######## design 1 ########
==> design_1/layers.png <==
Scale: 6 px per um.
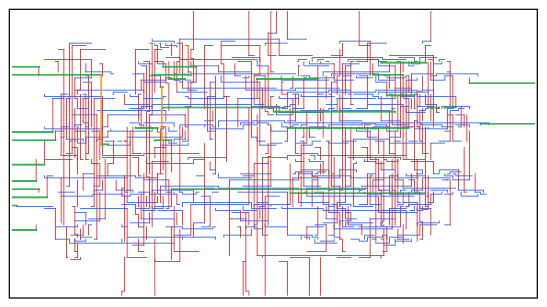

[config.mk]
export PLATFORM = sky130hd
export DESIGN_NAME = uart_rx_sampler
export DESIGN_NICKNAME = d
export VERILOG_FILES = /design/src/rtl/uart_rx_sampler.sv
export SDC_FILE = /design/constraint.sdc
export NUM_CORES = 1
export LEC_CHECK = 0
export ABC_AREA = 1
export CAP_MARGIN = 20
export CORE_ASPECT_RATIO = 0.5
export CORE_MARGIN = 4
export CORE_UTILIZATION = 50
export DETAILED_ROUTE_END_ITERATION = 6
export PLACE_DENSITY_LB_ADDON = 0.25
export SLEW_MARGIN = 10
export SYNTH_ARGS = -nofsm -noshare
export SYNTH_HDL_FRONTEND = slang
export SYNTH_SLANG_ARGS = --single-unit
[constraint.sdc]
create_clock -name clk -period 1.69 [get_ports clk]
set_input_delay 0.338 -clock clk [delete_from_list [all_inputs] [get_ports clk]]
set_output_delay 0.338 -clock clk [all_outputs]
set_load 0.02 [all_outputs]
[src/rtl/uart_rx_sampler.sv]
// Purpose: UART RX front end: rx synchroniser, oversampling edge/bit counters, 3-sample mid-bit majority vote.
// Latency: rx_sync lags rx_in by SYNC_STAGES clocks; sampled_bit/sample_valid update on the clock after edge half+1.
// Backpressure: none; counters run whenever enable is high, and enable low clears them synchronously.
module uart_rx_sampler #(
  parameter int SYNC_STAGES = 2,
  parameter int PRESC_W     = 6,
  parameter int BIT_W       = 4
) (
  input  logic               clk,
  input  logic               rstn,
  input  logic               rx_in,
  input  logic               enable,
  input  logic [PRESC_W-1:0] prescale,
  input  logic [BIT_W-1:0]   frame_bits,
  output logic               rx_sync,
  output logic [PRESC_W-1:0] edge_count,
  output logic [BIT_W-1:0]   bit_count,
  output logic               sampled_bit,
  output logic               sample_valid
);

  logic [SYNC_STAGES-1:0] sync_q, sync_d;
  logic [PRESC_W-1:0]     edge_q, edge_d;
  logic [BIT_W-1:0]       bit_q, bit_d;
  logic                   s0_q, s0_d;
  logic                   s1_q, s1_d;
  logic                   smp_q, smp_d;
  logic                   vld_q, vld_d;

  logic [PRESC_W-1:0]     half;
  logic [PRESC_W-1:0]     last_edge;
  logic [BIT_W-1:0]       last_bit;
  logic                   vote;

  // Mid-bit centre and wrap points derived from the current configuration.
  assign half      = prescale >> 1;
  assign last_edge = prescale - PRESC_W'(1);
  assign last_bit  = frame_bits - BIT_W'(1);
  assign vote      = (s0_q & s1_q) | (s0_q & rx_sync) | (s1_q & rx_sync);

  // Shift the raw line through the synchroniser; the oldest stage is the clean copy.
  always_comb begin
    sync_d = {sync_q[SYNC_STAGES-2:0], rx_in};
  end

  // Oversampling edge counter and frame bit counter, cleared whenever no frame is active.
  always_comb begin
    edge_d = edge_q;
    bit_d  = bit_q;
    if (!enable) begin
      edge_d = '0;
      bit_d  = '0;
    end else if (edge_q == last_edge) begin
      edge_d = '0;
      bit_d  = (bit_q == last_bit) ? '0 : bit_q + BIT_W'(1);
    end else begin
      edge_d = edge_q + PRESC_W'(1);
    end
  end

  // Capture two samples around the bit centre, vote with the third, and pulse valid once per bit.
  always_comb begin
    s0_d  = s0_q;
    s1_d  = s1_q;
    smp_d = smp_q;
    vld_d = 1'b0;
    if (!enable) begin
      s0_d = 1'b1;
      s1_d = 1'b1;
    end else begin
      if (edge_q == half - PRESC_W'(1)) s0_d = rx_sync;
      if (edge_q == half)               s1_d = rx_sync;
      if (edge_q == half + PRESC_W'(1)) begin
        smp_d = vote;
        vld_d = 1'b1;
      end
    end
  end

  // State registers; asynchronous reset returns the line model to idle-high.
  always_ff @(posedge clk or negedge rstn) begin
    if (!rstn) begin
      sync_q <= '1;
      edge_q <= '0;
      bit_q  <= '0;
      s0_q   <= 1'b1;
      s1_q   <= 1'b1;
      smp_q  <= 1'b1;
      vld_q  <= 1'b0;
    end else begin
      sync_q <= sync_d;
      edge_q <= edge_d;
      bit_q  <= bit_d;
      s0_q   <= s0_d;
      s1_q   <= s1_d;
      smp_q  <= smp_d;
      vld_q  <= vld_d;
    end
  end

  assign rx_sync      = sync_q[SYNC_STAGES-1];
  assign edge_count   = edge_q;
  assign bit_count    = bit_q;
  assign sampled_bit  = smp_q;
  assign sample_valid = vld_q;

endmodule

######## design 2 ########
==> src/rtl/fetch_pkg.sv <==
// rtl/fetch_pkg.sv - shared types and constants for the instruction fetch unit
package fetch_pkg;
    localparam int XLEN = 32;
    localparam logic [XLEN-1:0] NOP_INSTR = 32'h0000_0013;

    typedef enum logic {RUN, DRAIN} fetch_state_t;

    typedef struct packed {
        logic [XLEN-1:0] instr;
        logic [XLEN-1:0] pc;
    } fetch_entry_t;
endpackage

==> src/rtl/fetch_fifo.sv <==
// rtl/fetch_fifo.sv - prefetch FIFO of {instruction, pc} entries with synchronous flush
module fetch_fifo
    import fetch_pkg::*;
#(
    parameter int DEPTH = 4,
    localparam int AW = $clog2(DEPTH),
    localparam int CW = $clog2(DEPTH + 1)
) (
    input  logic          clk,
    input  logic          rst_n,
    input  logic          flush,
    input  logic          push,
    input  fetch_entry_t  push_data,
    input  logic          pop,
    output fetch_entry_t  head,
    output logic [CW-1:0] count,
    output logic          empty,
    output logic          full
);
    fetch_entry_t  mem [DEPTH];
    logic [AW-1:0] wr_ptr;
    logic [AW-1:0] rd_ptr;
    logic          do_push;
    logic          do_pop;

    assign empty   = (count == '0);
    assign full    = (count == CW'(DEPTH));
    assign do_push = push && !full && !flush;
    assign do_pop  = pop && !empty && !flush;
    assign head    = mem[rd_ptr];

    // Storage is left unreset; validity is tracked by count alone.
    always_ff @(posedge clk) begin
        if (do_push) begin
            mem[wr_ptr] <= push_data;
        end
    end

    always_ff @(posedge clk or negedge rst_n) begin
        if (!rst_n) begin
            wr_ptr <= '0;
            rd_ptr <= '0;
            count  <= '0;
        end else if (flush) begin
            wr_ptr <= '0;
            rd_ptr <= '0;
            count  <= '0;
        end else begin
            if (do_push) begin
                wr_ptr <= wr_ptr + AW'(1);
            end
            if (do_pop) begin
                rd_ptr <= rd_ptr + AW'(1);
            end
            count <= count + CW'(do_push) - CW'(do_pop);
        end
    end
endmodule

==> src/rtl/instr_fetch_unit.sv <==
// rtl/instr_fetch_unit.sv - fetch PC, credit-limited memory requests, prefetch buffer and redirect drain
// Optional StallCount output is built when FETCH_STALL_CNT_EN is defined.
module instr_fetch_unit
    import fetch_pkg::*;
#(
    parameter int          DEPTH    = 4,
    parameter logic [31:0] RESET_PC = 32'h0000_0000
) (
    input  logic        clk,
    input  logic        rst_n,
    output logic [31:0] IMemAddr,
    output logic        IMemReqValid,
    input  logic        IMemReqReady,
    input  logic        IMemRspValid,
    input  logic [31:0] IMemRspData,
    output logic [31:0] Instr,
    output logic [31:0] InstrPC,
    output logic        InstrValid,
    input  logic        InstrReady,
    input  logic        Redirect,
    input  logic [31:0] RedirectPC
`ifdef FETCH_STALL_CNT_EN
    ,
    output logic [31:0] StallCount
`endif
);
    localparam int CW = $clog2(DEPTH + 1);

    fetch_state_t  state;
    logic [31:0]   fetch_pc;
    logic [31:0]   rsp_pc;
    logic [CW-1:0] outstanding;
    logic [CW-1:0] drop_cnt;
    logic [CW-1:0] outstanding_next;
    logic [CW:0]   credit_used;
    logic [31:0]   redirect_pc_al;
    logic          req_fire;
    logic          rsp_fire;
    logic          rsp_keep;
    logic          pop;
    fetch_entry_t  fifo_head;
    fetch_entry_t  push_entry;
    logic [CW-1:0] fifo_count;
    logic          fifo_empty;
    logic          fifo_full;

    assign redirect_pc_al = RedirectPC & 32'hFFFF_FFFC;
    assign credit_used    = {1'b0, fifo_count} + {1'b0, outstanding};

    // Gated by rst_n so nothing is offered while reset is held.
    assign IMemReqValid = rst_n && (state == RUN) && !Redirect && !fifo_full
                        && (credit_used < (CW + 1)'(DEPTH));
    assign IMemAddr     = fetch_pc;
    assign req_fire     = IMemReqValid && IMemReqReady;

    // Responses with nothing outstanding are protocol errors and are ignored.
    assign rsp_fire   = IMemRspValid && (outstanding != '0);
    assign rsp_keep   = rsp_fire && (state == RUN) && !Redirect;
    assign push_entry = '{instr: IMemRspData, pc: rsp_pc};

    assign InstrValid = rst_n && !fifo_empty && !Redirect;
    assign pop        = InstrValid && InstrReady;
    assign Instr      = InstrValid ? fifo_head.instr : NOP_INSTR;
    assign InstrPC    = InstrValid ? fifo_head.pc : 32'h0;

    // Outstanding counts every in-flight request, stale or not; on a redirect
    // all of them become stale, so its next value is also the new drop count.
    assign outstanding_next = outstanding + CW'(req_fire) - CW'(rsp_fire);

    fetch_fifo #(.DEPTH(DEPTH)) u_fifo (
        .clk       (clk),
        .rst_n     (rst_n),
        .flush     (Redirect),
        .push      (rsp_keep),
        .push_data (push_entry),
        .pop       (pop),
        .head      (fifo_head),
        .count     (fifo_count),
        .empty     (fifo_empty),
        .full      (fifo_full)
    );

    always_ff @(posedge clk or negedge rst_n) begin
        if (!rst_n) begin
            state       <= RUN;
            fetch_pc    <= RESET_PC;
            rsp_pc      <= RESET_PC;
            outstanding <= '0;
            drop_cnt    <= '0;
        end else begin
            outstanding <= outstanding_next;
            if (Redirect) begin
                fetch_pc <= redirect_pc_al;
                rsp_pc   <= redirect_pc_al;
                drop_cnt <= outstanding_next;
                state    <= ((state == DRAIN) || (outstanding_next != '0)) ? DRAIN : RUN;
            end else begin
                if (req_fire) begin
                    fetch_pc <= fetch_pc + 32'd4;
                end
                if (rsp_keep) begin
                    rsp_pc <= rsp_pc + 32'd4;
                end
                if (state == DRAIN) begin
                    if (rsp_fire && (drop_cnt != '0)) begin
                        drop_cnt <= drop_cnt - CW'(1);
                    end
                    if ((drop_cnt == '0) || (rsp_fire && (drop_cnt == CW'(1)))) begin
                        state <= RUN;
                    end
                end
            end
        end
    end

`ifdef FETCH_STALL_CNT_EN
    always_ff @(posedge clk or negedge rst_n) begin
        if (!rst_n) begin
            StallCount <= 32'h0;
        end else if (InstrReady && !InstrValid) begin
            StallCount <= StallCount + 32'd1;
        end
    end
`endif

    rsp_needs_request: assert property (@(posedge clk) disable iff (!rst_n)
        IMemRspValid |-> (outstanding != '0));
endmodule

==> config.mk <==
export PLATFORM = sky130hd
export DESIGN_NAME = instr_fetch_unit
export DESIGN_NICKNAME = d
export VERILOG_FILES = /design/src/rtl/fetch_pkg.sv /design/src/rtl/fetch_fifo.sv /design/src/rtl/instr_fetch_unit.sv
export SDC_FILE = /design/constraint.sdc
export NUM_CORES = 1
export LEC_CHECK = 0
export ABC_AREA = 1
export CAP_MARGIN = 20
export CELL_PAD_IN_SITES_DETAIL_PLACEMENT = 1
export CELL_PAD_IN_SITES_GLOBAL_PLACEMENT = 2
export CORE_AREA = 2 2 219 221
export CTS_CLUSTER_SIZE = 40
export DETAILED_ROUTE_END_ITERATION = 7
export DIE_AREA = 0 0 221 223
export PLACE_DENSITY_LB_ADDON = 0.1
export RECOVER_POWER = 100
export SLEW_MARGIN = 20
export SYNTH_ARGS = -nofsm -noshare
export SYNTH_HDL_FRONTEND = slang
export SYNTH_HIERARCHICAL = 1
export SYNTH_SLANG_ARGS = --single-unit
==> constraint.sdc <==
create_clock -name clk -period 4.2 [get_ports clk]
set_input_delay 0.84 -clock clk [delete_from_list [all_inputs] [get_ports clk]]
set_output_delay 0.84 -clock clk [all_outputs]
set_load 0.005 [all_outputs]
######## design 3 ########
--- src/rtl/text_marquee_ctrl.sv ---
// Frame-rate sequencer for the text overlay: slides each message in from the
// right edge, holds it, slides it back out, then advances to the next message.
module text_marquee_ctrl #(
  parameter int NUM_MSG     = 4,
  parameter int MSG_W       = 2,
  parameter int START_CX    = 80,
  parameter int TARGET_CX   = 11,
  parameter int ROW_CY      = 38,
  parameter int SPEED_DIV   = 2,
  parameter int HOLD_FRAMES = 60
) (
  input  logic             clk,
  input  logic             rst_n,
  input  logic             frame_start,
  input  logic             en,
  input  logic             next_req,
  output logic [MSG_W-1:0] msg_sel,
  output logic [6:0]       org_cx,
  output logic [5:0]       org_cy,
  output logic             overlay_en,
  output logic [1:0]       phase
);

  localparam int DIV_W  = (SPEED_DIV   > 1) ? $clog2(SPEED_DIV)   : 1;
  localparam int HOLD_W = (HOLD_FRAMES > 1) ? $clog2(HOLD_FRAMES) : 1;

  localparam logic [6:0]        CX_START = 7'(START_CX);
  localparam logic [6:0]        CX_TGT   = 7'(TARGET_CX);
  localparam logic [5:0]        CY_ROW   = 6'(ROW_CY);
  localparam logic [DIV_W-1:0]  DIV_MAX  = DIV_W'(SPEED_DIV - 1);
  localparam logic [HOLD_W-1:0] HOLD_MAX = HOLD_W'(HOLD_FRAMES - 1);
  localparam logic [MSG_W-1:0]  MSG_LAST = MSG_W'(NUM_MSG - 1);

  generate
    if (!(TARGET_CX < START_CX && START_CX < 128 && NUM_MSG >= 1 &&
          NUM_MSG <= (1 << MSG_W) && SPEED_DIV >= 1 && HOLD_FRAMES >= 1)) begin : g_bad_param
      $error("text_marquee_ctrl: illegal parameter combination");
    end
  endgenerate

  typedef enum logic [1:0] {
    S_IDLE = 2'd0,
    S_IN   = 2'd1,
    S_HOLD = 2'd2,
    S_OUT  = 2'd3
  } state_t;

  state_t              r_state, w_state;
  logic [MSG_W-1:0]    r_msg,   w_msg;
  logic [6:0]          r_cx,    w_cx;
  logic [5:0]          r_cy;
  logic                r_ov,    w_ov;
  logic [DIV_W-1:0]    r_div,   w_div;
  logic [HOLD_W-1:0]   r_hold,  w_hold;
  logic                r_skip,  w_skip;
  logic                w_skip_now;

  always_ff @(posedge clk or negedge rst_n) begin
    if (!rst_n) begin
      r_state <= S_IDLE;
      r_msg   <= '0;
      r_cx    <= CX_START;
      r_cy    <= CY_ROW;
      r_ov    <= 1'b0;
      r_div   <= '0;
      r_hold  <= '0;
      r_skip  <= 1'b0;
    end else begin
      r_state <= w_state;
      r_msg   <= w_msg;
      r_cx    <= w_cx;
      r_cy    <= CY_ROW;
      r_ov    <= w_ov;
      r_div   <= w_div;
      r_hold  <= w_hold;
      r_skip  <= w_skip;
    end
  end

  // A request landing on the frame_start edge itself is honoured on that edge.
  assign w_skip_now = r_skip | next_req;

  always_comb begin
    w_state = r_state;
    w_msg   = r_msg;
    w_cx    = r_cx;
    w_ov    = r_ov;
    w_div   = r_div;
    w_hold  = r_hold;
    w_skip  = frame_start ? 1'b0 : w_skip_now;

    if (frame_start) begin
      if (!en) begin
        w_state = S_IDLE;
        w_cx    = CX_START;
        w_ov    = 1'b0;
        w_div   = '0;
        w_hold  = '0;
      end else begin
        unique case (r_state)
          S_IDLE: begin
            w_state = S_IN;
            w_cx    = CX_START;
            w_div   = '0;
            w_ov    = 1'b1;
          end
          S_IN: begin
            if (w_skip_now) begin
              w_state = S_OUT;
              w_div   = '0;
            end else if (r_div == DIV_MAX) begin
              w_div = '0;
              w_cx  = r_cx - 7'd1;
              if (r_cx - 7'd1 == CX_TGT) begin
                w_state = S_HOLD;
                w_hold  = '0;
              end
            end else begin
              w_div = r_div + 1'b1;
            end
          end
          S_HOLD: begin
            if (w_skip_now || r_hold == HOLD_MAX) begin
              w_state = S_OUT;
              w_div   = '0;
            end else begin
              w_hold = r_hold + 1'b1;
            end
          end
          S_OUT: begin
            if (r_div == DIV_MAX) begin
              w_div = '0;
              w_cx  = r_cx + 7'd1;
              if (r_cx + 7'd1 == CX_START) begin
                w_state = S_IN;
                w_msg   = (r_msg == MSG_LAST) ? '0 : r_msg + 1'b1;
              end
            end else begin
              w_div = r_div + 1'b1;
            end
          end
          default: w_state = S_IDLE;
        endcase
      end
    end
  end

  assign msg_sel    = r_msg;
  assign org_cx     = r_cx;
  assign org_cy     = r_cy;
  assign overlay_en = r_ov;
  assign phase      = r_state;

endmodule

--- config.mk ---
export PLATFORM = sky130hd
export DESIGN_NAME = text_marquee_ctrl
export DESIGN_NICKNAME = d
export VERILOG_FILES = /design/src/rtl/text_marquee_ctrl.sv
export SDC_FILE = /design/constraint.sdc
export NUM_CORES = 1
export LEC_CHECK = 0
export CORE_MARGIN = 2
export CORE_UTILIZATION = 30
export CTS_CLUSTER_DIAMETER = 100
export DETAILED_ROUTE_END_ITERATION = 7
export PLACE_DENSITY = 0.47
export SYNTH_ARGS = -nofsm -noshare
export SYNTH_HDL_FRONTEND = slang
export SYNTH_SLANG_ARGS = --single-unit
--- constraint.sdc ---
create_clock -name clk -period 3.17 [get_ports clk]
set_clock_uncertainty 0.2 [all_clocks]
set_input_delay 0.4755 -clock clk [delete_from_list [all_inputs] [get_ports clk]]
set_output_delay 0.4755 -clock clk [all_outputs]
set_load 0.05 [all_outputs]
######## design 4 ########
### src/rtl/pwm_duty_controller.sv
// ---------------------------------------------------------------------------
// pwm_duty_controller
//
// Purpose:
//   Two pushbuttons step a target level up and down between 0 and 10. The
//   target is shown as a percentage on dutyCycle. A ramp FSM moves the duty
//   that the PWM actually applies (activeDuty) towards that target in 10 %
//   steps, at most one step per PWM period and only on a period boundary.
//   The PWM period is 100 phase ticks, and each tick is CLK_DIV system clocks.
//
// Parameters:
//   CLK_DIV   - system clocks per PWM phase tick (2..65535)
//   DEBOUNCE  - consecutive stable cycles before a switch change is accepted
//               (2..65535)
//
// Ports:
//   clk        in   system clock, all state updates on its rising edge
//   rst        in   asynchronous active-high reset
//   switch1    in   raw increment pushbutton, asynchronous, active-high
//   switch2    in   raw decrement pushbutton, asynchronous, active-high
//   enable     in   PWM output enable, synchronous
//   counter    out  target level, 0..10
//   dutyCycle  out  target duty in percent (counter * 10)
//   activeDuty out  duty currently applied to the PWM, in percent
//   busy       out  high while the ramp FSM is not idle
//   pwmOut     out  registered PWM waveform
// ---------------------------------------------------------------------------
module pwm_duty_controller #(
    parameter int CLK_DIV  = 500,
    parameter int DEBOUNCE = 1000
) (
    input  logic       clk,
    input  logic       rst,
    input  logic       switch1,
    input  logic       switch2,
    input  logic       enable,
    output logic [3:0] counter,
    output logic [7:0] dutyCycle,
    output logic [7:0] activeDuty,
    output logic       busy,
    output logic       pwmOut
);

    // -----------------------------------------------------------------------
    // Constants
    // -----------------------------------------------------------------------
    localparam logic [15:0] DEB_LAST   = 16'(DEBOUNCE - 1);
    localparam logic [15:0] DIV_LAST   = 16'(CLK_DIV - 1);
    localparam logic [6:0]  PHASE_LAST = 7'd99;
    localparam logic [3:0]  LEVEL_MAX  = 4'd10;
    localparam logic [7:0]  DUTY_STEP  = 8'd10;

    typedef enum logic [1:0] {
        IDLE      = 2'd0,
        RAMP_UP   = 2'd1,
        RAMP_DOWN = 2'd2
    } rampState_t;

    // -----------------------------------------------------------------------
    // Internal signals
    // -----------------------------------------------------------------------
    logic [1:0]       rawSwitch;
    logic [1:0]       syncA;
    logic [1:0]       syncB;
    logic [1:0]       syncFill;
    logic [1:0]       stable;
    logic [1:0]       stablePrev;
    logic [1:0]       armed;
    logic [1:0][15:0] debCount;
    logic [1:0][15:0] lowCount;
    logic [1:0]       pressEvent;
    logic             incEvent;
    logic             decEvent;

    logic [15:0]      prescaler;
    logic [6:0]       phase;
    logic             tick;
    logic             boundary;

    rampState_t       rampState;
    logic [7:0]       stepUp;
    logic [7:0]       stepDown;

    // Index 0 is the increment button, index 1 the decrement button, so the
    // conditioning logic below can treat both switches identically.
    assign rawSwitch = {switch2, switch1};

    // -----------------------------------------------------------------------
    // Two-flop synchronizers for both raw switches. syncFill records how many
    // clocks have passed since reset; once its upper bit is set, syncB holds a
    // genuinely sampled switch value rather than the reset value, which the
    // arming logic below relies on.
    // -----------------------------------------------------------------------
    always_ff @(posedge clk or posedge rst) begin
        if (rst) begin
            syncA    <= '0;
            syncB    <= '0;
            syncFill <= '0;
        end else begin
            syncA    <= rawSwitch;
            syncB    <= syncA;
            syncFill <= {syncFill[0], 1'b1};
        end
    end

    // -----------------------------------------------------------------------
    // Debouncers and press arming, one lane per switch.
    //
    // The stable state only follows the synchronized value after DEBOUNCE
    // consecutive disagreeing cycles; any agreeing cycle restarts the count.
    //
    // A lane is only armed to generate press events after it has seen its
    // synchronized switch low for DEBOUNCE consecutive valid cycles since
    // reset. That way a button held through reset cannot produce a press
    // when reset is released; the user has to let go and press again.
    // -----------------------------------------------------------------------
    always_ff @(posedge clk or posedge rst) begin
        if (rst) begin
            stable     <= '0;
            stablePrev <= '0;
            armed      <= '0;
            debCount   <= '0;
            lowCount   <= '0;
        end else begin
            stablePrev <= stable;
            for (int i = 0; i < 2; i++) begin
                if (syncB[i] != stable[i]) begin
                    if (debCount[i] == DEB_LAST) begin
                        stable[i]   <= syncB[i];
                        debCount[i] <= '0;
                    end else begin
                        debCount[i] <= debCount[i] + 16'd1;
                    end
                end else begin
                    debCount[i] <= '0;
                end

                if (!armed[i] && syncFill[1]) begin
                    if (syncB[i]) begin
                        lowCount[i] <= '0;
                    end else if (lowCount[i] == DEB_LAST) begin
                        armed[i] <= 1'b1;
                    end else begin
                        lowCount[i] <= lowCount[i] + 16'd1;
                    end
                end
            end
        end
    end

    // Press events are one-cycle pulses on a debounced 0->1 transition.
    assign pressEvent = stable & ~stablePrev & armed;
    assign incEvent   = pressEvent[0];
    assign decEvent   = pressEvent[1];

    // -----------------------------------------------------------------------
    // Target level counter. Saturates at both ends; simultaneous increment
    // and decrement cancel out.
    // -----------------------------------------------------------------------
    always_ff @(posedge clk or posedge rst) begin
        if (rst) begin
            counter <= '0;
        end else if (incEvent && !decEvent) begin
            if (counter < LEVEL_MAX) begin
                counter <= counter + 4'd1;
            end
        end else if (decEvent && !incEvent) begin
            if (counter != 4'd0) begin
                counter <= counter - 4'd1;
            end
        end
    end

    // counter * 10 as (counter * 8) + (counter * 2), zero-extended to 8 bits.
    assign dutyCycle = {1'b0, counter, 3'b000} + {3'b000, counter, 1'b0};

    // -----------------------------------------------------------------------
    // Prescaler and phase counter. Both are held at zero while the output is
    // disabled, so re-enabling always starts a fresh period at phase 0. A tick
    // at phase 99 marks the boundary between PWM periods.
    // -----------------------------------------------------------------------
    assign tick     = enable && (prescaler == DIV_LAST);
    assign boundary = tick && (phase == PHASE_LAST);

    always_ff @(posedge clk or posedge rst) begin
        if (rst) begin
            prescaler <= '0;
            phase     <= '0;
        end else if (!enable) begin
            prescaler <= '0;
            phase     <= '0;
        end else begin
            if (tick) begin
                prescaler <= '0;
                if (phase == PHASE_LAST) begin
                    phase <= '0;
                end else begin
                    phase <= phase + 7'd1;
                end
            end else begin
                prescaler <= prescaler + 16'd1;
            end
        end
    end

    // -----------------------------------------------------------------------
    // Ramp FSM. The direction is re-evaluated every cycle against the current
    // target, so a target that crosses activeDuty flips the ramp direction
    // directly. activeDuty only moves on a period boundary, which keeps each
    // period's duty constant even if the target changes mid-period. When a
    // step lands exactly on the target the FSM returns to IDLE on the same
    // edge, so busy drops together with the final step.
    // -----------------------------------------------------------------------
    assign stepUp   = activeDuty + DUTY_STEP;
    assign stepDown = activeDuty - DUTY_STEP;

    always_ff @(posedge clk or posedge rst) begin
        if (rst) begin
            rampState  <= IDLE;
            activeDuty <= '0;
        end else begin
            case (rampState)
                IDLE: begin
                    if (activeDuty < dutyCycle) begin
                        rampState <= RAMP_UP;
                    end else if (activeDuty > dutyCycle) begin
                        rampState <= RAMP_DOWN;
                    end
                end

                RAMP_UP: begin
                    if (activeDuty == dutyCycle) begin
                        rampState <= IDLE;
                    end else if (activeDuty > dutyCycle) begin
                        rampState <= RAMP_DOWN;
                    end else if (boundary) begin
                        activeDuty <= stepUp;
                        if (stepUp == dutyCycle) begin
                            rampState <= IDLE;
                        end
                    end
                end

                RAMP_DOWN: begin
                    if (activeDuty == dutyCycle) begin
                        rampState <= IDLE;
                    end else if (activeDuty < dutyCycle) begin
                        rampState <= RAMP_UP;
                    end else if (boundary) begin
                        activeDuty <= stepDown;
                        if (stepDown == dutyCycle) begin
                            rampState <= IDLE;
                        end
                    end
                end

                default: begin
                    rampState <= IDLE;
                end
            endcase
        end
    end

    assign busy = (rampState != IDLE);

    // -----------------------------------------------------------------------
    // PWM output register. High for the first activeDuty phases of each
    // period, which naturally gives a constant 0 at 0 % and a constant 1 at
    // 100 % since phase never exceeds 99.
    // -----------------------------------------------------------------------
    always_ff @(posedge clk or posedge rst) begin
        if (rst) begin
            pwmOut <= 1'b0;
        end else begin
            pwmOut <= enable && ({1'b0, phase} < activeDuty);
        end
    end

endmodule
### config.mk
export PLATFORM = sky130hd
export DESIGN_NAME = pwm_duty_controller
export DESIGN_NICKNAME = d
export VERILOG_FILES = /design/src/rtl/pwm_duty_controller.sv
export SDC_FILE = /design/constraint.sdc
export NUM_CORES = 1
export LEC_CHECK = 0
export CAP_MARGIN = 20
export CORE_AREA = 5 5 109 111
export DETAILED_ROUTE_END_ITERATION = 6
export DIE_AREA = 0 0 114 116
export PLACE_DENSITY_LB_ADDON = 0.05
export SYNTH_ARGS = -nofsm -noshare
export SYNTH_HDL_FRONTEND = slang
export SYNTH_SLANG_ARGS = --single-unit
### constraint.sdc
create_clock -name clk -period 5 [get_ports clk]
set_input_delay 1 -clock clk [delete_from_list [all_inputs] [get_ports clk]]
set_output_delay 1 -clock clk [all_outputs]
set_load 0.1 [all_outputs]
==> design_3/m3.png <==
Scale: 4 px per um.
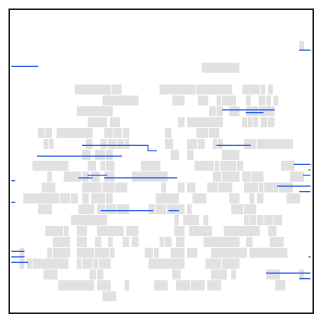
The layer holds 4.3% of the routed length. The longest straight run is 20.9 um.
overall via count from detail_route: 1323
total wirelength of the detailed-routed design: 3.66 mm
met3 usage: 3.17%

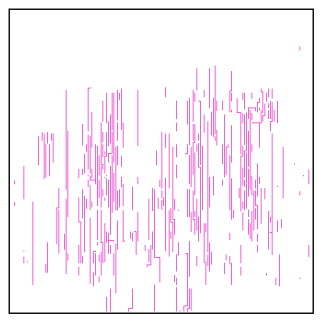
(design_3/m2.png)
Scale: 4 px per um.
The longest straight run is 32.6 um. 165 nets have wire on it. The wires run mostly vertical.
met2 track demand over resource: 24.3%

==> writeup.txt, design 3 <==
The run gives 2.69 mm for the total half-perimeter wirelength after legalization and detailed placement. The run gives 8 for the critical-path maximum fanout. The number of tap instances was 70; the maximum VDD drop was 0.340 mV. The flow ran to the end, and the final reports show no timing, DRC or antenna violations. According to the cell report, flip-flops and latches in the layout number 20. Entering global routing, the biggest net connects 21 pins.

For the worst setup path, the data arrival time is 1.72 ns. The cts-stage hold buffer count was 0; the aggregate global-route resource usage was 14.1%. For this design, Yosys synthesis ends with a cell count of 173.

Per report_power, the sequential group accounts for 29.8% of the total. By instance count after routing, the leading logic cell types are sky130_fd_sc_hd__dfrtp_1 (18), sky130_fd_sc_hd__nand2_1 (17), sky130_fd_sc_hd__clkdlybuf4s50_1 (16), sky130_fd_sc_hd__o21ai_0 (13). The cell area power density came out at 872 nW/um2. Per report_power, the combinational group accounts for 57.5% of the total. The number of nets still failing antenna checks after routing was 0.
-- design 3: worst register-to-register path, cell delays in order (launching register included) --
cell	delay, ns
sky130_fd_sc_hd__dfrtp_1	0.49
sky130_fd_sc_hd__inv_1	0.12
sky130_fd_sc_hd__ha_1	0.27
sky130_fd_sc_hd__and4b_1	0.27
sky130_fd_sc_hd__a32oi_2	0.19
sky130_fd_sc_hd__or3_1	0.41
sky130_fd_sc_hd__o21ai_0	0.18
-- design 3: power groups by stage --
stage	combinational, uW	clock, uW	sequential [uW]
2_1_floorplan	511	0	623
3_3_place_gp	903	0	472
3_5_place_dp	902	0	473
4_1_cts	903	211	468
5_1_grt	978	220	489
6_report	901	200	467
-- design 3: kinds of logic after synthesis --
logic type,after synthesis
buf+inv,22
fa+ha+maj,8
simple gates,60
mux,6
other cells,2
compound gates,52
xor+xnor,3
flops,20
-- design 3: registers in the layout (all words and copies together) (netlist names) --
| signal | cells |
|---|---|
| r_div | 1 |
| overlay_en | 1 |
| phase | 2 |
| org_cx | 7 |
| r_skip | 1 |
| msg_sel | 2 |
| r_hold | 6 |
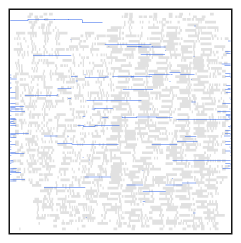
(design_2/m3.png)
Scale: 1 px per um.
The layer holds 3.2% of the routed length. The layer carries 1360 um of wire.
met3 usage: 2.29%
total wirelength of the detailed-routed design: 43.2 mm
overall via count from detail_route: 11200

==> writeup.txt, design 2 <==
The flow ran to the end, but the final reports show violations. The checks that failed: capacitance limit, slew limit. With the wire length of the first global-routing pass at 68.2 mm, the die boundary height is 223 um.

The global route stage reports its total congestion overflow as 0. The register share of total power is 48.7%. TritonCTS built the clock tree. Dividing the final minimum period by the clock period gives 92.6%.

For reference, the top cells by area after synthesis are sky130_fd_sc_hd__edfxtp_1 (50%), sky130_fd_sc_hd__dfrtp_1 (12%), sky130_fd_sc_hd__nor2_1 (6.4%). The synthesized netlist has a Yosys-reported chip area of 15300 um2. In the final layout, non-clock buffers account for 9.64% of the cell area. The tools report the cell area after technology mapping as 15300 um2. The tools report the non-filler instance count after layout as 2344. After detailed routing, the average wire length per cell comes to 18.4 um.

Counting along the longest clock path gives a buffer depth of 3. After layout, the design draws a total of 8340 uW. The run gives 6.77% for the share of post-route cells with drive strength above 1. The largest family of logic cells by area was simple AND/OR/NAND/NOR gates.

According to the dpl log, the detail-placed design has an HPWL of 28.4 mm. The maximum frequency from static timing analysis is 257 MHz, and the clock network contribution to total cell area is 6.86%. With the number of antenna violations at the first check in global routing at 0, the number of slew-limit violations in the final report is 55.

On the critical path the data arrives at 3.05 ns. The run gives 1 as the number of violations of the max-capacitance limit. Warnings reported by Yosys during synthesis add up to 6.

Each instance of the synthesized netlist takes up on average 10.0 um2. The via count normalized by instance count works out to 4.80. Non-clock inverters in the final layout number 161. The number of tap instances was 615. The net switching power in the latest report is 2160 uW. The H-tree was split into 2 levels.

In this run the post-CTS setup repair buffer count came out at 0.
==> design 2: worst paths after layout <==
path / endpoint / startpoint / cells after the start
min in group asynchronous: drop_cnt[0]$_DFFE_PN0P_ / rst_n / 2
max reg2reg: u_fifo/count[2]$_DFF_PN0_ / u_fifo/count[1]$_DFF_PN0_ / 16
max in group asynchronous: rsp_pc[30]$_DFFE_PN0N_ / rst_n / 3
min: drop_cnt[2]$_DFFE_PN0P_ / drop_cnt[2]$_DFFE_PN0P_ / 2
min reg2reg: drop_cnt[2]$_DFFE_PN0P_ / drop_cnt[2]$_DFFE_PN0P_ / 2
max: Instr[1] / u_fifo/rd_ptr[0]$_DFFE_PN0P_ / 6
==> design 2: placed cells by master, fill, tap and decap left out, drive strengths merged, types with 3 or more instances in the layout <==
cell type	count
ha	15
buf	11
clkdlybuf4s50	61
dfrtp	74
clkinv	21
a31oi	5
nand4	11
inv	158
xnor2	7
nor2	278
edfxtp	256
o211ai	13
nor3	18
conb	10
o21a	12
nand2	254
a21oi	16
dlygate4sd3	100
xor2	6
nand3	94
or2	5
clkbuf	66
nand3b	4
o22ai	64
o21bai	3
o21ai	155
bufinv	5
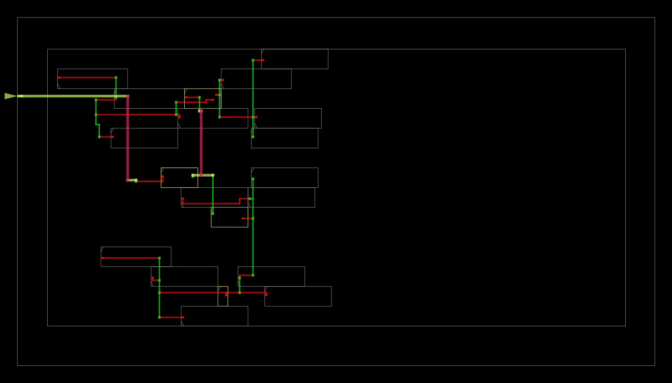
(design_1/clock_nets.png)
reported clock group power: 285 uW
TritonCTS Sinks: 16

## Picture notes: design_1/layers.png
Key: M1 = blue [wire length 1760 um]; M4 = orange [wire length 20.4 um]; M3 = green [wire length 245 um]; M2 = red [wire length 1780 um]
GR Util All Layers: 19.2%
total wirelength of the detailed-routed design: 3.81 mm
average detailed-routed wire length per instance: 11.5 um
overall via count from detail_route: 1618

==> writeup.txt, design 1 <==
With the cell area power density at 559 nW/um2, the relative contribution of the clock network to total power is 24.9%. For the number of slew-limit violations in the final report, the log shows 0. The total power of the final layout was 1140 uW.

Critical-path maximum fanout: 2. The worst setup path is launched from a register. The layer flagged by global routing as most heavily used is met2. In the final layout, the clock buffer count is 4.

The timing report attributes the biggest portion of critical-path delay to buffers and inverters. The standard cell core area was 3030 um2. The post-synthesis instance total is 253. On the final layout, the worst hold slack is 0.355 ns.

The flow ran to the end, and the final reports show no timing, DRC or antenna violations. Buffers placed on the I/O ports in this run total 26. The average instance area after synthesis is 6.29 um2, and the hold-critical path depth is 0.
==> design 1: cells in the mapped netlist <==
cell type,count
sky130_fd_sc_hd__buf_2,1
sky130_fd_sc_hd__nand3_1,21
sky130_fd_sc_hd__nor2_2,2
sky130_fd_sc_hd__a21oi_1,2
sky130_fd_sc_hd__nand2_1,96
sky130_fd_sc_hd__ha_1,7
sky130_fd_sc_hd__clkbuf_8,1
sky130_fd_sc_hd__clkinv_1,1
sky130_fd_sc_hd__nand3_4,1
sky130_fd_sc_hd__nor2_4,2
sky130_fd_sc_hd__dfrtp_1,11
sky130_fd_sc_hd__maj3_1,1
sky130_fd_sc_hd__xor2_1,9
sky130_fd_sc_hd__nand3_2,1
sky130_fd_sc_hd__buf_6,2
sky130_fd_sc_hd__nand2_4,1
sky130_fd_sc_hd__buf_4,4
sky130_fd_sc_hd__inv_1,26
sky130_fd_sc_hd__nor2_1,32
sky130_fd_sc_hd__nand4_1,6
sky130_fd_sc_hd__dfstp_2,5
sky130_fd_sc_hd__nand3b_1,1
sky130_fd_sc_hd__nand2_2,6
sky130_fd_sc_hd__inv_2,8
sky130_fd_sc_hd__xnor2_1,6
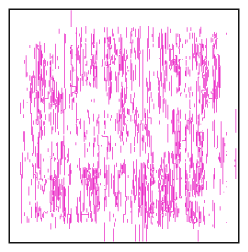
(design_4/m2.png)
Scale: 2 px per um.
The layer carries 6040 um of wire. The wires run mostly vertical. 620 nets have wire on it. The longest straight run is 35.5 um.
overall via count from detail_route: 4899
met2 track demand over resource: 32.5%
total wirelength of the detailed-routed design: 12.6 mm

==> writeup.txt, design 4 <==
The flow ran to the end, and the final reports show no timing, DRC or antenna violations. Buffering stage count on the worst path with inverters included: 3. Looking at the critical path, the single cell with the biggest stage delay is sky130_fd_sc_hd__clkdlybuf4s50_1. Per the OpenROAD floorplan log, the width of the die is 114 um. The library cell occupying the most area in the post-synthesis netlist is sky130_fd_sc_hd__dfrtp_1. The normalized max-slew margin was 33.3%; the non-filler instance count after layout was 860. The H-tree was split into 4 levels. STA puts the critical path data required time at 4.00 ns. The average instance area after synthesis works out to 9.19 um2. The tools report the capture point of the critical path as dutyCycle[7].

The capture point of the worst register-to-register path is recorded as activeDuty[4]$_DFFE_PP0P_. The number of warnings reported in the stage logs is 30. The transition time recorded at the tightest slew-check pin is 0.998 ns.

Global-route met1 utilization: 28.0%. Largest family of logic cells by area: simple AND/OR/NAND/NOR gates. The DRC violation total left in the routed layout is recorded as 0.

Final critical-path share of the clock period: 84.2%. The initial standard-cell utilization of the core was 59.3%; the number of flip-flops and latches in the synthesized netlist was 113. The post-synthesis instance total is 691, and the clock skew is 0.00930 ns. The leakage power came out at 0.00313 uW. The count of cells along the worst register-to-register path is 11, and the number of hold-slack violations in the final timing report is 0. For reference, compound AND-OR and OR-AND cells occupy 9.15% of the area reported after synthesis. As reported, the later end of the worst-skew pair has a clock insertion delay of 0.51 ns.

The chip area in the Yosys report is 6350 um2. The critical path launch point was counter[2]$_DFFE_PP0P_. The tightest min-delay check is of the reg2reg type. Sort of element at the end of the critical path: an output port. The yosys synthesis warning count is 0.

For the final weighted congestion in routability-driven placement, the log shows 0.886. The highest routing layer actually used is met4. The report lists the power per cell area as 300 nW/um2.

According to the dpl log, the detail-placed design has an HPWL of 8.64 mm.
-- design 4: power by group through the flow --
stage / logic (uW) / registers [uW] / clock network [uW]
2_1_floorplan: 72.7 / 972 / 0
3_3_place_gp: 83.2 / 980 / 0
3_5_place_dp: 85.9 / 981 / 0
4_1_cts: 86.2 / 965 / 1130
5_1_grt: 101 / 970 / 1180
6_report: 86.3 / 965 / 1110
-- design 4: sequential cells by signal, indices dropped and copies added (netlist names) --
| name | flops |
|---|---|
| activeDuty | 7 |
| armed | 2 |
| counter | 4 |
| debCount | 32 |
| lowCount | 32 |
| phase | 7 |
| prescaler | 16 |
| pwmOut | 1 |
| rampState | 2 |
| stable | 2 |
| stablePrev | 2 |
| syncA | 2 |
| syncB | 2 |
| syncFill | 2 |
-- design 4: final cells by class --
class	count	area [um2]	area share (%)
multi-input combinational	518	3270	45.3
sequential	113	2830	39.1
clock buffer	20	445	6.17
timing repair buffer	27	283	3.91
tap	140	175	2.42
inverter	34	130	1.80
clock inverter	8	90.1	1.25
-- design 4: layout by cell type (no fill, tap or decap), drive strengths merged, types with 30 or more instances in the layout --
master,count
a21oi,30
dfrtp,113
inv,34
nand2,65
nand3,42
nor2,79
nor3,32
o21ai,36
xnor2,38
xor2,38

######## design 5 ########
==> design_5/clock_nets.png <==
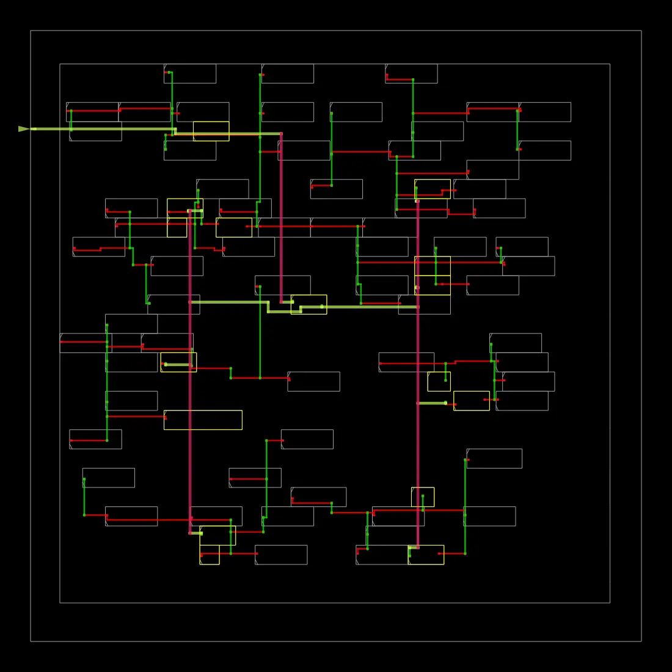
==> design_5/m3.png <==
Scale: 3 px per um.
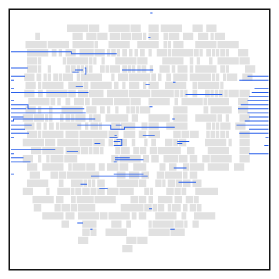
==> design_5/m2.png <==
Scale: 3 px per um.
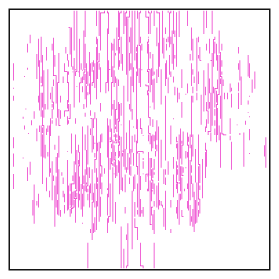
`config.mk`:
```
export PLATFORM = sky130hd
export DESIGN_NAME = teclado_arbiter
export DESIGN_NICKNAME = d
export VERILOG_FILES = /design/src/rtl/teclado_arbiter_pkg.sv /design/src/rtl/teclado_arbiter_timer.sv /design/src/rtl/teclado_arbiter.sv
export SDC_FILE = /design/constraint.sdc
export NUM_CORES = 1
export LEC_CHECK = 0
export ABC_AREA = 0
export CAP_MARGIN = 10
export CORE_MARGIN = 4
export CORE_UTILIZATION = 43
export CTS_CLUSTER_DIAMETER = 40
export DETAILED_ROUTE_END_ITERATION = 8
export PLACE_DENSITY = 0.84
export SLEW_MARGIN = 20
export SYNTH_ARGS = -nofsm -noshare
export SYNTH_HDL_FRONTEND = slang
export SYNTH_HIERARCHICAL = 1
export SYNTH_SLANG_ARGS = --single-unit
```
`constraint.sdc`:
```
create_clock -name clk -period 2.9 [get_ports clk]
set_input_delay 0.29 -clock clk [delete_from_list [all_inputs] [get_ports clk]]
set_output_delay 0.29 -clock clk [all_outputs]
set_load 0.02 [all_outputs]
```
`src/rtl/teclado_arbiter_pkg.sv`:
```
// Shared types and defaults for the keypad arbiter.
//   senhaPac_t      : packet produced by the keypad decoder (length + up to 4 BCD digits)
//   arb_state_t     : arbiter FSM states
//   DEF_*_CYC       : default timing constants
//   cnt_width()     : counter width for a modulus, never below 1 bit
package teclado_arbiter_pkg;

    typedef struct packed {
        logic [3:0]  len;
        logic [15:0] digits;
    } senhaPac_t;

    typedef enum logic [1:0] {
        IDLE        = 2'd0,
        GRANT_OP    = 2'd1,
        GRANT_SETUP = 2'd2,
        HANDOFF     = 2'd3
    } arb_state_t;

    localparam int DEF_TIMEOUT_CYC = 5000;
    localparam int DEF_HANDOFF_CYC = 2;

    function automatic int cnt_width(input int n);
        return (n > 1) ? $clog2(n) : 1;
    endfunction

endpackage

```
`src/rtl/teclado_arbiter_timer.sv`:
```
// Inactivity timer for the current keypad owner.
//   clk, rst : clock, synchronous active-high reset
//   clear    : restart counting from zero (grant entry or key activity)
//   enable   : count one per cycle while a grant is active
//   expired  : count has reached TIMEOUT_CYC-1
module timer_inatividade
    import teclado_arbiter_pkg::*;
#(
    parameter int TIMEOUT_CYC = DEF_TIMEOUT_CYC
) (
    input  logic clk,
    input  logic rst,
    input  logic clear,
    input  logic enable,
    output logic expired
);

    localparam int CNT_W = cnt_width(TIMEOUT_CYC);
    localparam logic [CNT_W-1:0] LAST = CNT_W'(TIMEOUT_CYC - 1);

    logic [CNT_W-1:0] count;

    // Holding at LAST keeps the counter inside its range even when
    // TIMEOUT_CYC is a power of two.
    always_ff @(posedge clk) begin
        if (rst || clear) begin
            count <= '0;
        end else if (enable && !expired) begin
            count <= count + CNT_W'(1);
        end
    end

    assign expired = (count == LAST);

endmodule

```
`src/rtl/teclado_arbiter.sv`:
```
// Arbitrates one keypad decoder between an operational and a setup requester.
//   clk, rst                   : clock, synchronous active-high reset
//   req_op, req_setup          : level requests (setup wins ties and preempts op)
//   digitos_value/valid        : decoder packet + one-cycle strobe
//   teclado_en                 : decoder enable
//   grant_op, grant_setup      : current owner (one-hot or zero)
//   value_x / valid_x          : packet forwarded to owner, one cycle after input
//   timeout_x                  : one-cycle pulse when the owner is revoked for inactivity
//   dbg_state                  : arbiter FSM state
// Handshake: valid strobes carry no backpressure. A packet is transferred in the
// cycle its valid is high; value_x is meaningful then and holds otherwise.
// All visible outputs are registered from the current state, so they trail the
// state register by one cycle.
module teclado_arbiter
    import teclado_arbiter_pkg::*;
#(
    parameter int TIMEOUT_CYC = DEF_TIMEOUT_CYC,
    parameter int HANDOFF_CYC = DEF_HANDOFF_CYC
) (
    input  logic       clk,
    input  logic       rst,
    input  logic       req_op,
    input  logic       req_setup,
    input  senhaPac_t  digitos_value,
    input  logic       digitos_valid,
    output logic       teclado_en,
    output logic       grant_op,
    output logic       grant_setup,
    output senhaPac_t  value_op,
    output senhaPac_t  value_setup,
    output logic       valid_op,
    output logic       valid_setup,
    output logic       timeout_op,
    output logic       timeout_setup,
    output arb_state_t dbg_state
);

    localparam int HCNT_W = cnt_width(HANDOFF_CYC);
    localparam logic [HCNT_W-1:0] HLAST = HCNT_W'(HANDOFF_CYC - 1);

    arb_state_t        state, state_next, arb_pick;
    logic [HCNT_W-1:0] hcnt;
    logic              handoff_done;
    logic              lock_op, lock_setup;
    logic              elig_op, elig_setup;
    logic              in_grant;
    logic              tmr_clear, tmr_expired;
    logic              to_op, to_setup;

    logic       teclado_en_d, grant_op_d, grant_setup_d;
    logic       valid_op_d, valid_setup_d, timeout_op_d, timeout_setup_d;
    senhaPac_t  value_op_d, value_setup_d;

    // A requester revoked by timeout stays locked out until its request is seen low.
    assign elig_op      = req_op && !lock_op;
    assign elig_setup   = req_setup && !lock_setup;
    assign arb_pick     = elig_setup ? GRANT_SETUP : (elig_op ? GRANT_OP : IDLE);
    assign in_grant     = (state == GRANT_OP) || (state == GRANT_SETUP);
    assign handoff_done = (hcnt == HLAST);

    // A key in the expiry cycle counts as activity, so it cancels the timeout.
    assign to_op    = (state == GRANT_OP) && tmr_expired && !digitos_valid && req_op;
    assign to_setup = (state == GRANT_SETUP) && tmr_expired && !digitos_valid && req_setup;

    assign tmr_clear = (in_grant && digitos_valid) ||
                       (((state_next == GRANT_OP) || (state_next == GRANT_SETUP)) &&
                        (state_next != state));

    timer_inatividade #(
        .TIMEOUT_CYC(TIMEOUT_CYC)
    ) u_timer (
        .clk    (clk),
        .rst    (rst),
        .clear  (tmr_clear),
        .enable (in_grant),
        .expired(tmr_expired)
    );

    // State register plus handoff dwell counter.
    always_ff @(posedge clk) begin
        if (rst) begin
            state <= IDLE;
            hcnt  <= '0;
        end else begin
            state <= state_next;
            if (state != HANDOFF) begin
                hcnt <= '0;
            end else if (!handoff_done) begin
                hcnt <= hcnt + HCNT_W'(1);
            end
        end
    end

    always_comb begin
        state_next = state;
        unique case (state)
            IDLE:        state_next = arb_pick;
            GRANT_OP:    if (!req_op || elig_setup || to_op) state_next = HANDOFF;
            GRANT_SETUP: if (!req_setup || to_setup) state_next = HANDOFF;
            HANDOFF:     if (handoff_done) state_next = arb_pick;
            default:     state_next = IDLE;
        endcase
    end

    always_ff @(posedge clk) begin
        if (rst) begin
            lock_op    <= 1'b0;
            lock_setup <= 1'b0;
        end else begin
            if (to_op) lock_op <= 1'b1;
            else if (!req_op) lock_op <= 1'b0;
            if (to_setup) lock_setup <= 1'b1;
            else if (!req_setup) lock_setup <= 1'b0;
        end
    end

    // Output decode; keys arriving outside a grant (including HANDOFF) are dropped.
    always_comb begin
        teclado_en_d    = in_grant;
        grant_op_d      = (state == GRANT_OP);
        grant_setup_d   = (state == GRANT_SETUP);
        valid_op_d      = (state == GRANT_OP) && digitos_valid;
        valid_setup_d   = (state == GRANT_SETUP) && digitos_valid;
        timeout_op_d    = to_op;
        timeout_setup_d = to_setup;
        value_op_d      = valid_op_d ? digitos_value : value_op;
        value_setup_d   = valid_setup_d ? digitos_value : value_setup;
    end

    always_ff @(posedge clk) begin
        if (rst) begin
            teclado_en    <= 1'b0;
            grant_op      <= 1'b0;
            grant_setup   <= 1'b0;
            valid_op      <= 1'b0;
            valid_setup   <= 1'b0;
            timeout_op    <= 1'b0;
            timeout_setup <= 1'b0;
            value_op      <= '0;
            value_setup   <= '0;
        end else begin
            teclado_en    <= teclado_en_d;
            grant_op      <= grant_op_d;
            grant_setup   <= grant_setup_d;
            valid_op      <= valid_op_d;
            valid_setup   <= valid_setup_d;
            timeout_op    <= timeout_op_d;
            timeout_setup <= timeout_setup_d;
            value_op      <= value_op_d;
            value_setup   <= value_setup_d;
        end
    end

    assign dbg_state = state;

endmodule

```
==> writeup.txt <==
TritonCTS built the clock tree. On met1, the global router reports a usage of 23.6%. Global routing put the most usage on met2. With the number of nets still failing antenna checks after routing at 0, the count of buffers inserted at the top-level ports is 73. Max-slew check failures listed in the final report amount to 0. The wire length of the first global-routing pass was 11.3 mm. After synthesis, the design contains 314 cells according to Yosys. The routed design shows a via density per instance of 5.40. The die extent in x is 86.3 um, and the clock slew seen by the registers of the worst setup and hold paths is 0.07 ns.

The aggregate global-route resource usage was 19.2%; the total iterations of the first detailed-routing run was 4. In this run the static leakage power is 0.00136 uW. The run finished with clean final reports. The average instance area after synthesis works out to 8.40 um2.

By area, logic gates come first. For the worst reg-to-reg path, the endpoint reported by OpenROAD is u_timer/count[0]$_SDFFE_PP0P_. With the register share of total power at 44.9%, the relative contribution of the clock network to total power is 37.5%. At the end of the flow, the number of nets in the layout was 429. The run gives 0 as the number of antenna violations at the first check in global routing.

The report shows a maximum critical-path fanout of 3. Yosys attributes the largest share of cell area to sky130_fd_sc_hd__dfxtp_1 (49%), sky130_fd_sc_hd__nand2_1 (13%), sky130_fd_sc_hd__a21oi_1 (9.5%). The area taken by multi-input combinational cells is reported as 1330 um2. Setup repair after global routing could not meet its margin everywhere. Summed over all layers, the global routing overflow is 0. The endpoint of the worst hold path is reported as value_setup[4]$_SDFFE_PP0P_.

The run gives 2140 uW as the total power of the final layout. Number of cells on the critical path: 10. For reference, the critical path is launched at u_timer/count[10]$_SDFFE_PP0P_.

The design has 65 sequential cells. The final weighted congestion in routability-driven placement came out at 0.921. The largest power group is sequential cells. The hold-critical path depth was 2; the number of nets produced by synthesis was 346. On the critical path the data arrives at 3.18 ns. Between the synthesized netlist and the finished layout, the area growth was recorded as 44.5%.

Clock network contribution to total cell area: 5.61%. Highest routing layer actually used: met4.
Notes on design_5/clock_nets.png above:
cts bufs inserted: 9
reported clock group power: 803 uW
number of clock buffers in the layout: 11

Notes on design_5/m3.png above:
The layer carries 470 um of wire. The layer holds 6.7% of the routed length. The longest straight run is 27.1 um. 58 nets have wire on it. The wires run mostly horizontal.
total wirelength of the detailed-routed design: 7.06 mm
overall via count from detail_route: 2574
met3 usage: 5.04%

Notes on design_5/m2.png above:
366 nets have wire on it. The layer holds 48% of the routed length.
met2 track demand over resource: 31.4%

-- through the flow --
stage               cell area (um2)  util, %  instances
finish                         3810     64.4        477
global route                   3810     64.4        477
CTS                            3730     63.1        475
detailed placement             3500     59.2        458
global placement               3500     59.2        458
floorplan                      2660        -        314
-- cells by family (layout without fill, tap and decap cells) --
family | count (synthesis) | count (layout) | synth area share, %
DFF | 65 | 65 | 49.3
adders and majority gates | 7 | 7 | 3.32
AOI/OAI and AO/OA | 72 | 72 | 16.0
and+or+nand+nor | 145 | 145 | 27.1
buffers and inverters | 23 | 111 | 3.46
muxes | 1 | 1 | 0.380
xor gates and xnor gates | 1 | 1 | 0.332
-- cells in the mapped netlist, drive strengths merged, types with 2 or more instances --
cell type  count
a21o           2
a21oi         50
and2           4
and3           3
buf            4
clkbuf        12
dfxtp         65
ha             7
inv            7
nand2         88
nand3          6
nand4          7
nor2           4
nor2b          8
nor3           2
nor4b          3
o211ai         2
o21ai          3
o311ai         2
o31ai          5
or3            4
or3b           2
or4            7
or4b           2


==> gallery <==
Clock nets.
image #1
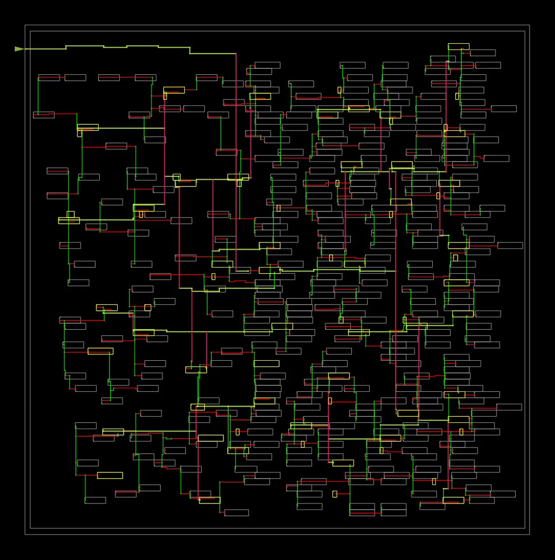
image #2
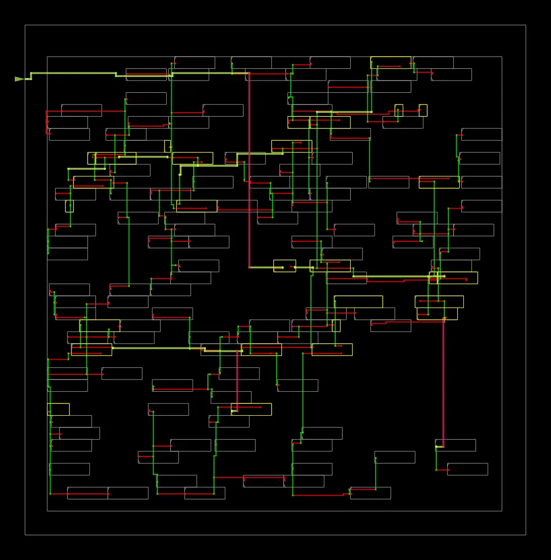
image #3
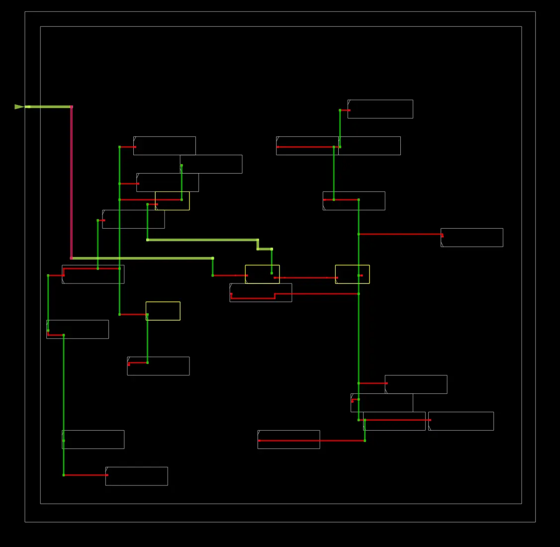
- image #3 = design 3
- image #2 = design 4
- image #1 = design 2
Of these, fewest clock buffers: image #3

Power is estimated from default activity; no workload was simulated.
